=== maxnet_data_buffer_flat ===
$ cat src/rtl/maxnet_pkg.sv
// Shared types and constants for the Maxnet datapath blocks.
package maxnet_pkg;

    localparam int unsigned XlenDefault = 32;

    typedef enum logic {
        StLoad  = 1'b0,
        StReady = 1'b1
    } state_e;

    localparam int unsigned WbCountW = 16;
    localparam logic [WbCountW-1:0] WbCountMax = 16'hFFFF;

endpackage

$ cat src/rtl/maxnet_data_buffer_if.sv
// Load / writeback / status bundle between the Maxnet controller and its operand store.
interface maxnet_data_buffer_if #(
    parameter int unsigned XLEN  = maxnet_pkg::XlenDefault,
    parameter int unsigned DEPTH = 4
);
    localparam int unsigned CW = $clog2(DEPTH + 1);

    logic                  load_valid;
    logic [XLEN-1:0]       load_data;
    logic                  load_ready;
    logic                  wb_en;
    logic [XLEN*DEPTH-1:0] wb_data;
    logic [XLEN*DEPTH-1:0] read_data;
    logic                  loaded;
    logic [CW-1:0]         pos_count;
    logic                  single_winner;
    logic [maxnet_pkg::WbCountW-1:0] wb_count;

    modport master (
        output load_valid, load_data, wb_en, wb_data,
        input  load_ready, read_data, loaded, pos_count, single_winner, wb_count
    );

    modport slave (
        input  load_valid, load_data, wb_en, wb_data,
        output load_ready, read_data, loaded, pos_count, single_winner, wb_count
    );

endinterface

$ cat src/rtl/maxnet_pos_count.sv
// Counts entries of a packed signed vector that are strictly greater than zero.
module maxnet_pos_count #(
    parameter int unsigned XLEN  = 32,
    parameter int unsigned DEPTH = 4,
    localparam int unsigned CW   = $clog2(DEPTH + 1)
) (
    input  logic [XLEN*DEPTH-1:0] data,
    output logic [CW-1:0]         count
);

    always_comb begin
        count = '0;
        for (int i = 0; i < DEPTH; i++) begin
            // Positive means sign bit clear and not all-zero.
            if (!data[i*XLEN + XLEN - 1] && (|data[i*XLEN +: XLEN])) begin
                count = count + CW'(1);
            end
        end
    end

endmodule

$ cat src/rtl/maxnet_data_buffer.sv
// Maxnet operand store: serial load, parallel writeback, positive-entry status.
module maxnet_data_buffer
    import maxnet_pkg::*;
#(
    parameter int unsigned XLEN  = XlenDefault,
    parameter int unsigned DEPTH = 4
) (
    input logic clk,
    input logic rst,
    input logic clear,
    maxnet_data_buffer_if.slave bus
);

    localparam int unsigned AW = $clog2(DEPTH);
    localparam int unsigned CW = $clog2(DEPTH + 1);

    state_e                state_q, state_d;
    logic [AW-1:0]         idx_q, idx_d;
    logic [XLEN*DEPTH-1:0] mem_q, mem_d;
    logic [WbCountW-1:0]   wb_cnt_q, wb_cnt_d;
    logic [CW-1:0]         pos;

    always_ff @(posedge clk) begin
        if (rst) begin
            state_q  <= StLoad;
            idx_q    <= '0;
            mem_q    <= '0;
            wb_cnt_q <= '0;
        end else begin
            state_q  <= state_d;
            idx_q    <= idx_d;
            mem_q    <= mem_d;
            wb_cnt_q <= wb_cnt_d;
        end
    end

    always_comb begin
        state_d  = state_q;
        idx_d    = idx_q;
        mem_d    = mem_q;
        wb_cnt_d = wb_cnt_q;
        if (clear) begin
            state_d  = StLoad;
            idx_d    = '0;
            mem_d    = '0;
            wb_cnt_d = '0;
        end else begin
            unique case (state_q)
                StLoad: begin
                    if (bus.load_valid) begin
                        mem_d[idx_q*XLEN +: XLEN] = bus.load_data;
                        if (idx_q == AW'(DEPTH - 1)) begin
                            state_d  = StReady;
                            idx_d    = '0;
                            wb_cnt_d = '0;
                        end else begin
                            idx_d = idx_q + AW'(1);
                        end
                    end
                end
                StReady: begin
                    if (bus.wb_en) begin
                        mem_d = bus.wb_data;
                        if (wb_cnt_q != WbCountMax) begin
                            wb_cnt_d = wb_cnt_q + WbCountW'(1);
                        end
                    end
                end
            endcase
        end
    end

    maxnet_pos_count #(
        .XLEN  (XLEN),
        .DEPTH (DEPTH)
    ) u_pos_count (
        .data  (mem_q),
        .count (pos)
    );

    always_comb begin
        bus.load_ready    = 1'b0;
        bus.loaded        = 1'b0;
        unique case (state_q)
            StLoad:  bus.load_ready = 1'b1;
            StReady: bus.loaded     = 1'b1;
        endcase
        bus.read_data     = mem_q;
        bus.pos_count     = pos;
        bus.single_winner = (state_q == StReady) && (pos == CW'(1));
        bus.wb_count      = wb_cnt_q;
    end

endmodule

$ cat src/flat_wrapper.sv
// flat-port wrapper written by rule: the top's interface ports become plain ports
module maxnet_data_buffer_flat import maxnet_pkg::*;
#(
    parameter int unsigned XLEN  = XlenDefault,
    parameter int unsigned DEPTH = 4
)
  (clk, rst, clear, bus_load_valid, bus_load_data, bus_wb_en, bus_wb_data, bus_load_ready, bus_read_data, bus_loaded, bus_pos_count, bus_single_winner, bus_wb_count);
  maxnet_data_buffer_if #(.XLEN(XLEN), .DEPTH(DEPTH)) bus_i ();
  input logic clk;
  input logic rst;
  input logic clear;
  input wire logic [$bits(bus_i.load_valid)-1:0] bus_load_valid;
  input wire logic [$bits(bus_i.load_data)-1:0] bus_load_data;
  input wire logic [$bits(bus_i.wb_en)-1:0] bus_wb_en;
  input wire logic [$bits(bus_i.wb_data)-1:0] bus_wb_data;
  output wire logic [$bits(bus_i.load_ready)-1:0] bus_load_ready;
  output wire logic [$bits(bus_i.read_data)-1:0] bus_read_data;
  output wire logic [$bits(bus_i.loaded)-1:0] bus_loaded;
  output wire logic [$bits(bus_i.pos_count)-1:0] bus_pos_count;
  output wire logic [$bits(bus_i.single_winner)-1:0] bus_single_winner;
  output wire logic [$bits(bus_i.wb_count)-1:0] bus_wb_count;
  assign bus_i.load_valid = bus_load_valid;
  assign bus_i.load_data = bus_load_data;
  assign bus_i.wb_en = bus_wb_en;
  assign bus_i.wb_data = bus_wb_data;
  assign bus_load_ready = bus_i.load_ready;
  assign bus_read_data = bus_i.read_data;
  assign bus_loaded = bus_i.loaded;
  assign bus_pos_count = bus_i.pos_count;
  assign bus_single_winner = bus_i.single_winner;
  assign bus_wb_count = bus_i.wb_count;
  maxnet_data_buffer #(.XLEN(XLEN), .DEPTH(DEPTH)) u_core (.clk(clk), .rst(rst), .clear(clear), .bus(bus_i));
endmodule
$ cat config.mk
export PLATFORM = sky130hd
export DESIGN_NAME = maxnet_data_buffer_flat
export DESIGN_NICKNAME = d
export VERILOG_FILES = /design/src/rtl/maxnet_pkg.sv /design/src/rtl/maxnet_data_buffer_if.sv /design/src/rtl/maxnet_pos_count.sv /design/src/rtl/maxnet_data_buffer.sv /design/src/flat_wrapper.sv
export SDC_FILE = /design/constraint.sdc
export NUM_CORES = 1
export LEC_CHECK = 0
export CORE_AREA = 2 2 129 131
export CTS_BUF_LIST = sky130_fd_sc_hd__clkbuf_8 sky130_fd_sc_hd__clkbuf_16
export CTS_CLUSTER_DIAMETER = 150
export DETAILED_ROUTE_END_ITERATION = 10
export DIE_AREA = 0 0 131 133
export PLACE_DENSITY = 0.83
export SYNTH_ARGS = -nofsm -noshare
export SYNTH_HDL_FRONTEND = slang
export SYNTH_SLANG_ARGS = --single-unit
$ cat constraint.sdc
create_clock -name clk -period 4.64 [get_ports clk]
set_clock_uncertainty 0.05 [all_clocks]
set_input_delay 0.928 -clock clk [delete_from_list [all_inputs] [get_ports clk]]
set_output_delay 0.928 -clock clk [all_outputs]
set_load 0.01 [all_outputs]
==> run notes <==
Summary of the current implementation state.

- The run finished with clean final reports.
- The number of enable-type register cells in the synthesized netlist is 0, for reference.
- TritonCTS built the clock tree.
- The count of cell types in the netlist is 45, for reference.
- Per the detail_route log, the uppermost layer with routed signals is met4.
- Setup repair after global routing left no endpoint under its margin.
- For met3 alone, demand over resource in global routing was 11.7%.
- The number of nets in the final layout is 1,242, for reference.
- The main flop type after synthesis is sky130_fd_sc_hd__dfxtp_1, for reference.
- The floorplan net count is 965, for reference.
- The number of tap instances is 220, for reference.
- The combined area of the multi-input logic cells is 0.00349 mm^2, for reference.
- In this run switching power makes up 24.0% of total power.
- The fraction of met1 tracks used by global routing is 41.2%, for reference.
- The buffering stage count on the worst path with inverters included is 3, for reference.
- The startpoint kind of the worst setup timing path is a flop, for reference.
- In the final layout, flip-flops and latches occupy 0.00295 mm^2.
- The routed design uses 13,400 um of met2 wire.
- The layer with the highest usage is met2, for reference.
- The layout inverter count without the clock tree is 10, for reference.
- The worst ir drop on vdd is 271 uV, for reference.
- The logic depth of the worst register-to-register path is 8, for reference.
- After detailed routing, the total wire length is 29,100 um.
- Among all cell classes, the greatest summed area belongs to combinational gates.
- The chip area line in the Yosys stat output reads 0.00674 mm^2.
==> worst max path at each step <==
stage | from | endpoint | slack (ps) | depth (start not counted)
after CTS | u_core.bus.read_data[0]$_SDFFE_PP0P_ | bus_single_winner | 40 | 12
after floorplan | u_core.bus.read_data[40]$_SDFFE_PP0P_ | bus_single_winner | 1330 | 12
after global routing | u_core.bus.read_data[32]$_SDFFE_PP0P_ | bus_pos_count[2] | 150 | 12
final | u_core.bus.read_data[40]$_SDFFE_PP0P_ | bus_pos_count[2] | 380 | 12
after detailed placement | u_core.bus.read_data[55]$_SDFFE_PP0P_ | bus_single_winner | 450 | 13
after global placement | u_core.bus.read_data[55]$_SDFFE_PP0P_ | bus_single_winner | 570 | 13
==> state kept, by name (all words and copies together) (netlist names) <==
| name | cells |
|---|---|
| u_core.idx_q | 2 |
| u_core.bus.read_data | 128 |
| u_core.state_q | 1 |
| u_core.bus.wb_count | 16 |
==> timing repair <==
action | 4_1_cts | 5_1_grt
setup endpoints to repair | 1 | 1
gates cloned | 0 | 0
gates resized | 2 | 7
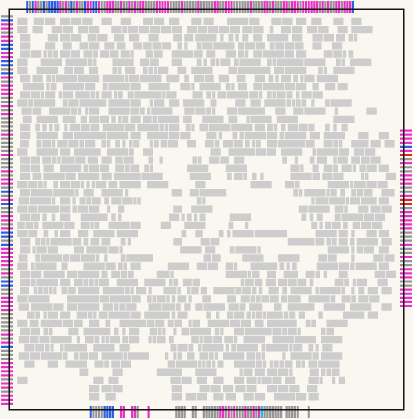
Fig. 1. Pin map (maxnet_data_buffer_flat).
Drawn at 3 px/um. Pins as bars across the die edge, other pins in grey.
Key: cyan = `rst` [pins 1, direction input, edge bottom]; red = `bus_pos_count` [pins 3, direction output, edge right]; magenta = `bus_read_data` [pins 128, direction output, edge 49 top, 42 left, 25 right, 12 bottom]; blue = `bus_load_data` [pins 32, direction input, edge 14 left, 12 top, 5 bottom, 1 right]
All pins by edge: 119 top, 96 left, 56 bottom, 44 right.

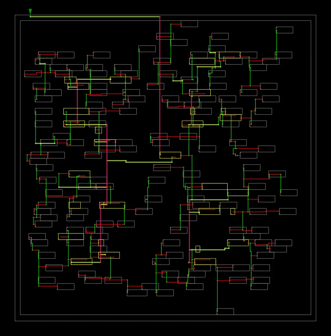
Fig. 2. Clock wiring as the flow saved it (maxnet_data_buffer_flat).
Flop Count: 147
Sinks on Clock Net: 147
insertion delay to the later sink of the worst-skew pair: 420 ps
power attributed to the clock group: 1450 uW
clock buffers created by TritonCTS: 17


=== fetch_ctrl ===
### src/rtl/all_pkgs.sv
`default_nettype none
// ============================================================================
//  all_pkgs
//  Shared width and fetch state encoding for the instruction fetch path.
//  Revision: 1.0
// ============================================================================
package all_pkgs;

    localparam int WIDTH = 32;

    // Byte distance between consecutive instruction words.
    localparam int INSTR_BYTES = 4;

    typedef enum logic [2:0] {
        ST_IDLE = 3'd0,
        ST_REQ  = 3'd1,
        ST_WAIT = 3'd2,
        ST_HOLD = 3'd3,
        ST_DROP = 3'd4
    } fetch_state_t;

endpackage : all_pkgs
`default_nettype wire

### src/rtl/fetch_ctrl.sv
`default_nettype none
// ============================================================================
//  fetch_ctrl
//  Single-outstanding instruction fetch sequencer with stall hold and redirect.
//  Revision: 1.0
// ============================================================================
module fetch_ctrl
    import all_pkgs::*;
#(
    parameter int               WIDTH    = all_pkgs::WIDTH,
    parameter logic [WIDTH-1:0] RESET_PC = '0
) (
    input  logic             clk,
    input  logic             rst,
    input  logic             stall,
    input  logic             redirect,
    input  logic [WIDTH-1:0] redirect_pc,
    output logic             imem_req,
    output logic [WIDTH-1:0] imem_addr,
    input  logic             imem_gnt,
    input  logic             imem_rvalid,
    input  logic [WIDTH-1:0] imem_rdata,
    output logic             fetch_valid,
    output logic [WIDTH-1:0] fetch_pc,
    output logic [WIDTH-1:0] fetch_instr
);

    localparam logic [WIDTH-1:0] RESET_PC_ALIGNED = {RESET_PC[WIDTH-1:2], 2'b00};
    localparam logic [WIDTH-1:0] PC_STEP          = WIDTH'(INSTR_BYTES);

    fetch_state_t     state;
    logic [WIDTH-1:0] pc;
    logic [WIDTH-1:0] hold_instr;
    logic [WIDTH-1:0] pc_seq;
    logic [WIDTH-1:0] redirect_target;
    logic             unused_redirect_lsbs;

    // pc only ever holds word-aligned values, so the address is the pc itself.
    assign pc_seq               = pc + PC_STEP;
    assign redirect_target      = {redirect_pc[WIDTH-1:2], 2'b00};
    assign unused_redirect_lsbs = ^redirect_pc[1:0];
    assign imem_addr            = pc;

    always_ff @(posedge clk or posedge rst) begin
        if (rst) begin
            state       <= ST_IDLE;
            pc          <= RESET_PC_ALIGNED;
            hold_instr  <= '0;
            imem_req    <= 1'b0;
            fetch_valid <= 1'b0;
            fetch_pc    <= '0;
            fetch_instr <= '0;
        end else begin
            fetch_valid <= 1'b0;
            case (state)
                ST_IDLE: begin
                    state    <= ST_REQ;
                    imem_req <= 1'b1;
                end

                ST_REQ: begin
                    if (redirect) begin
                        pc <= redirect_target;
                        // A grant in the redirect cycle still owes us a response.
                        if (imem_gnt) begin
                            state    <= ST_DROP;
                            imem_req <= 1'b0;
                        end
                    end else if (imem_gnt) begin
                        state    <= ST_WAIT;
                        imem_req <= 1'b0;
                    end
                end

                ST_WAIT: begin
                    if (redirect) begin
                        pc <= redirect_target;
                        if (imem_rvalid) begin
                            state    <= ST_REQ;
                            imem_req <= 1'b1;
                        end else begin
                            state <= ST_DROP;
                        end
                    end else if (imem_rvalid) begin
                        if (stall) begin
                            hold_instr <= imem_rdata;
                            state      <= ST_HOLD;
                        end else begin
                            fetch_valid <= 1'b1;
                            fetch_pc    <= pc;
                            fetch_instr <= imem_rdata;
                            pc          <= pc_seq;
                            state       <= ST_REQ;
                            imem_req    <= 1'b1;
                        end
                    end
                end

                ST_HOLD: begin
                    if (redirect) begin
                        pc         <= redirect_target;
                        hold_instr <= '0;
                        state      <= ST_REQ;
                        imem_req   <= 1'b1;
                    end else if (!stall) begin
                        fetch_valid <= 1'b1;
                        fetch_pc    <= pc;
                        fetch_instr <= hold_instr;
                        pc          <= pc_seq;
                        state       <= ST_REQ;
                        imem_req    <= 1'b1;
                    end
                end

                ST_DROP: begin
                    // Later redirects overwrite the target; the stale beat is still due.
                    if (redirect) begin
                        pc <= redirect_target;
                    end
                    if (imem_rvalid) begin
                        state    <= ST_REQ;
                        imem_req <= 1'b1;
                    end
                end

                default: begin
                    state    <= ST_IDLE;
                    imem_req <= 1'b0;
                end
            endcase
        end
    end

endmodule : fetch_ctrl
`default_nettype wire

### config.mk
export PLATFORM = sky130hd
export DESIGN_NAME = fetch_ctrl
export DESIGN_NICKNAME = d
export VERILOG_FILES = /design/src/rtl/all_pkgs.sv /design/src/rtl/fetch_ctrl.sv
export SDC_FILE = /design/constraint.sdc
export NUM_CORES = 1
export LEC_CHECK = 0
export ABC_AREA = 0
export CORE_MARGIN = 3
export CORE_UTILIZATION = 52
export CTS_BUF_LIST = sky130_fd_sc_hd__clkbuf_16
export CTS_CLUSTER_DIAMETER = 30
export DETAILED_ROUTE_END_ITERATION = 8
export GPL_TIMING_DRIVEN = 0
export PLACE_DENSITY_LB_ADDON = 0.3
export SYNTH_ARGS = -nofsm -noshare
export SYNTH_HDL_FRONTEND = slang
export SYNTH_SLANG_ARGS = --single-unit
### constraint.sdc
create_clock -name clk -period 7.5 [get_ports clk]
set_input_delay 0.75 -clock clk [delete_from_list [all_inputs] [get_ports clk]]
set_output_delay 0.75 -clock clk [all_outputs]
set_load 0.005 [all_outputs]
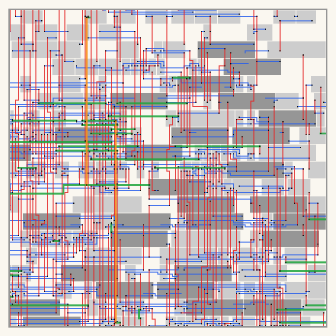
Fig. 3. Layout detail (fetch_ctrl).
Window x 61 to 111, y 61 to 111 um. Cells in grey, sequential cells in the stronger grey; small squares are vias.
Key: red = met2; blue = met1; green = met3; orange = met4
182 logic cells have their middle in the window. Most frequent: nand2_1 (47), clkdlybuf4s50_1 (40), dfrtp_1 (28). Sequential cells in the window: 28. Netlist names of flops here include `fetch_pc` (10), `imem_addr` (8), `fetch_instr` (5).

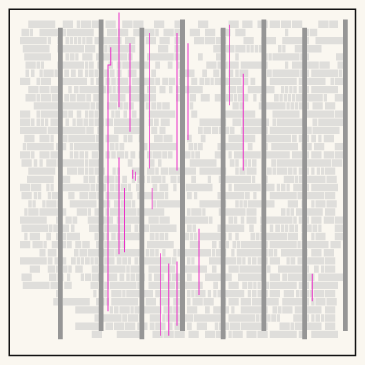
Fig. 4. The metal 4 layer (fetch_ctrl).
Drawn at 3 px/um. Supply wires on this layer in grey.
The layer carries 498 um of wire. 16 nets have wire on it. The layer holds 2.5% of the routed length. The wires run mostly vertical.
Routed Wire Length: 19,800 um
total vias in the final route: 6,074

[power by group through the flow]
stage | logic, uW | clock network (uW) | registers, uW
detailed placement | 1610 | 0 | 1330
global placement | 1560 | 0 | 1310
finish | 1640 | 761 | 1330
global route | 1800 | 802 | 1380
floorplan | 797 | 0 | 1290
CTS | 1630 | 765 | 1330
[worst register-to-register path: stages (launching register included)]
cell and delay (ps):
sky130_fd_sc_hd__dfrtp_1 400, sky130_fd_sc_hd__buf_2 240, sky130_fd_sc_hd__inv_1 90, sky130_fd_sc_hd__nor4_1 450
sky130_fd_sc_hd__nand2_1 330, sky130_fd_sc_hd__clkinv_1 290, sky130_fd_sc_hd__buf_2 280, sky130_fd_sc_hd__nand2_1 100
sky130_fd_sc_hd__nand2_1 80
[per-layer routing]
layer  up-vias  part of all wire, %
li1       2762                    -
met1      2942                   40
met5         -                    0
met4         0                  2.5
met3        41                  7.9
met2       329                   49
[registers in the layout (all words and copies together), names as in the netlist]
name and count:
fetch_instr 32, hold_instr 32, fetch_pc 30, imem_addr 30, state 3, fetch_valid 1, imem_req 1
==> run notes <==
Summary of the current implementation state.

- The tightest slew margin relative to the limit is 53.8%, for reference.
- The share of the cycle needed by the critical path after routing is 34.9%, for reference.
- The global router reports that the layer with the highest usage is met2.
- met3 track demand over resource after global routing is 8.05%.
- The total overflow left after global routing is 0.
- The final weighted congestion in routability-driven placement is 0.919, for reference.
- The non-clock buffer instance count of the final layout is 213, for reference.
- 504 cells are multi-input combinational gates.
- The layout has 17 clock buffers.
- Total power normalized to cell area comes to 438 mW/mm^2.
- The combinational fraction of the cell area is 31.4%, for reference.
- Setup repair after global routing left no endpoint under its margin.
- The die covers 0.0132 mm^2.
- The adder and majority gate portion of the synthesized area is 0.203%, for reference.
- Across the routed clock network, the largest skew measured is 8.55 ps.
- The count of yosys warnings during synthesis is 0, for reference.
- The portion of the layout cell area used by non-clock buffers is 22.0%, for reference.
- The highest supply drop recorded on VDD is 268 uV.
- The OpenROAD report gives the critical path a required time of 7770 ps.
- The flow ran to the end, and the final reports show no timing, DRC or antenna violations.
- The internal power is 2330 uW, for reference.
- The power dissipated by switching net loads is 1400 uW, for reference.
- The final tally of setup violations is 0, for reference.
- The routed via count divided by cell count is 5.91, for reference.
- The post-layout instance area is 0.00854 mm^2, for reference.
- After the first detailed-routing iteration, the DRC count stood at 650.
- The floorplan step defined a core boundary enclosing 0.0115 mm^2.
- The post-cts resize count is 0, for reference.


## Gallery

Met3 routing.
Drawn at 4 px/um.
picture 1
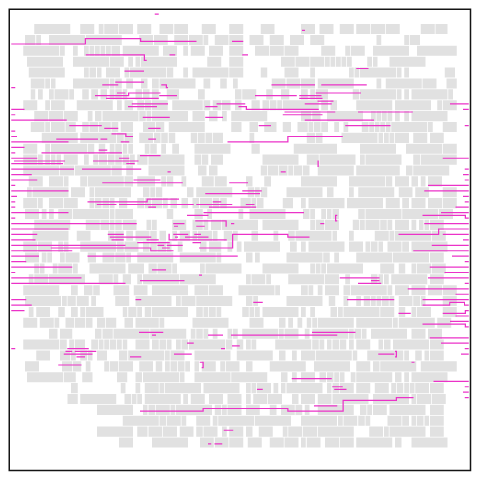
picture 2
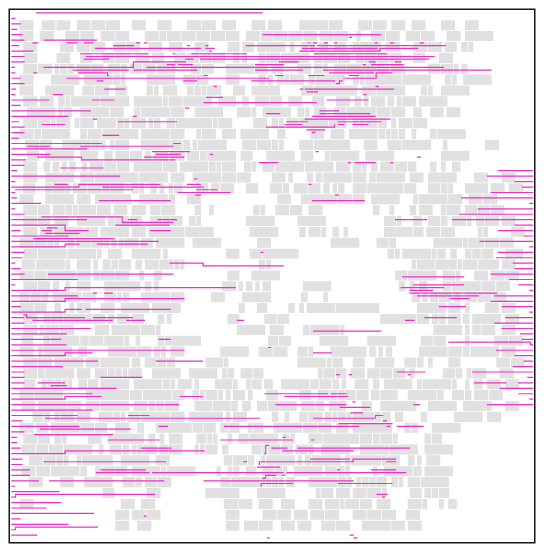
The one with the largest die is picture 2.
Picture 1 comes from fetch_ctrl.
Picture 2 comes from maxnet_data_buffer_flat.

Key to picture 2:
260 nets have wire on it. The layer carries 3,610 um of wire. The layer holds 12% of the routed length.

Power and IR drop assume default switching activity.
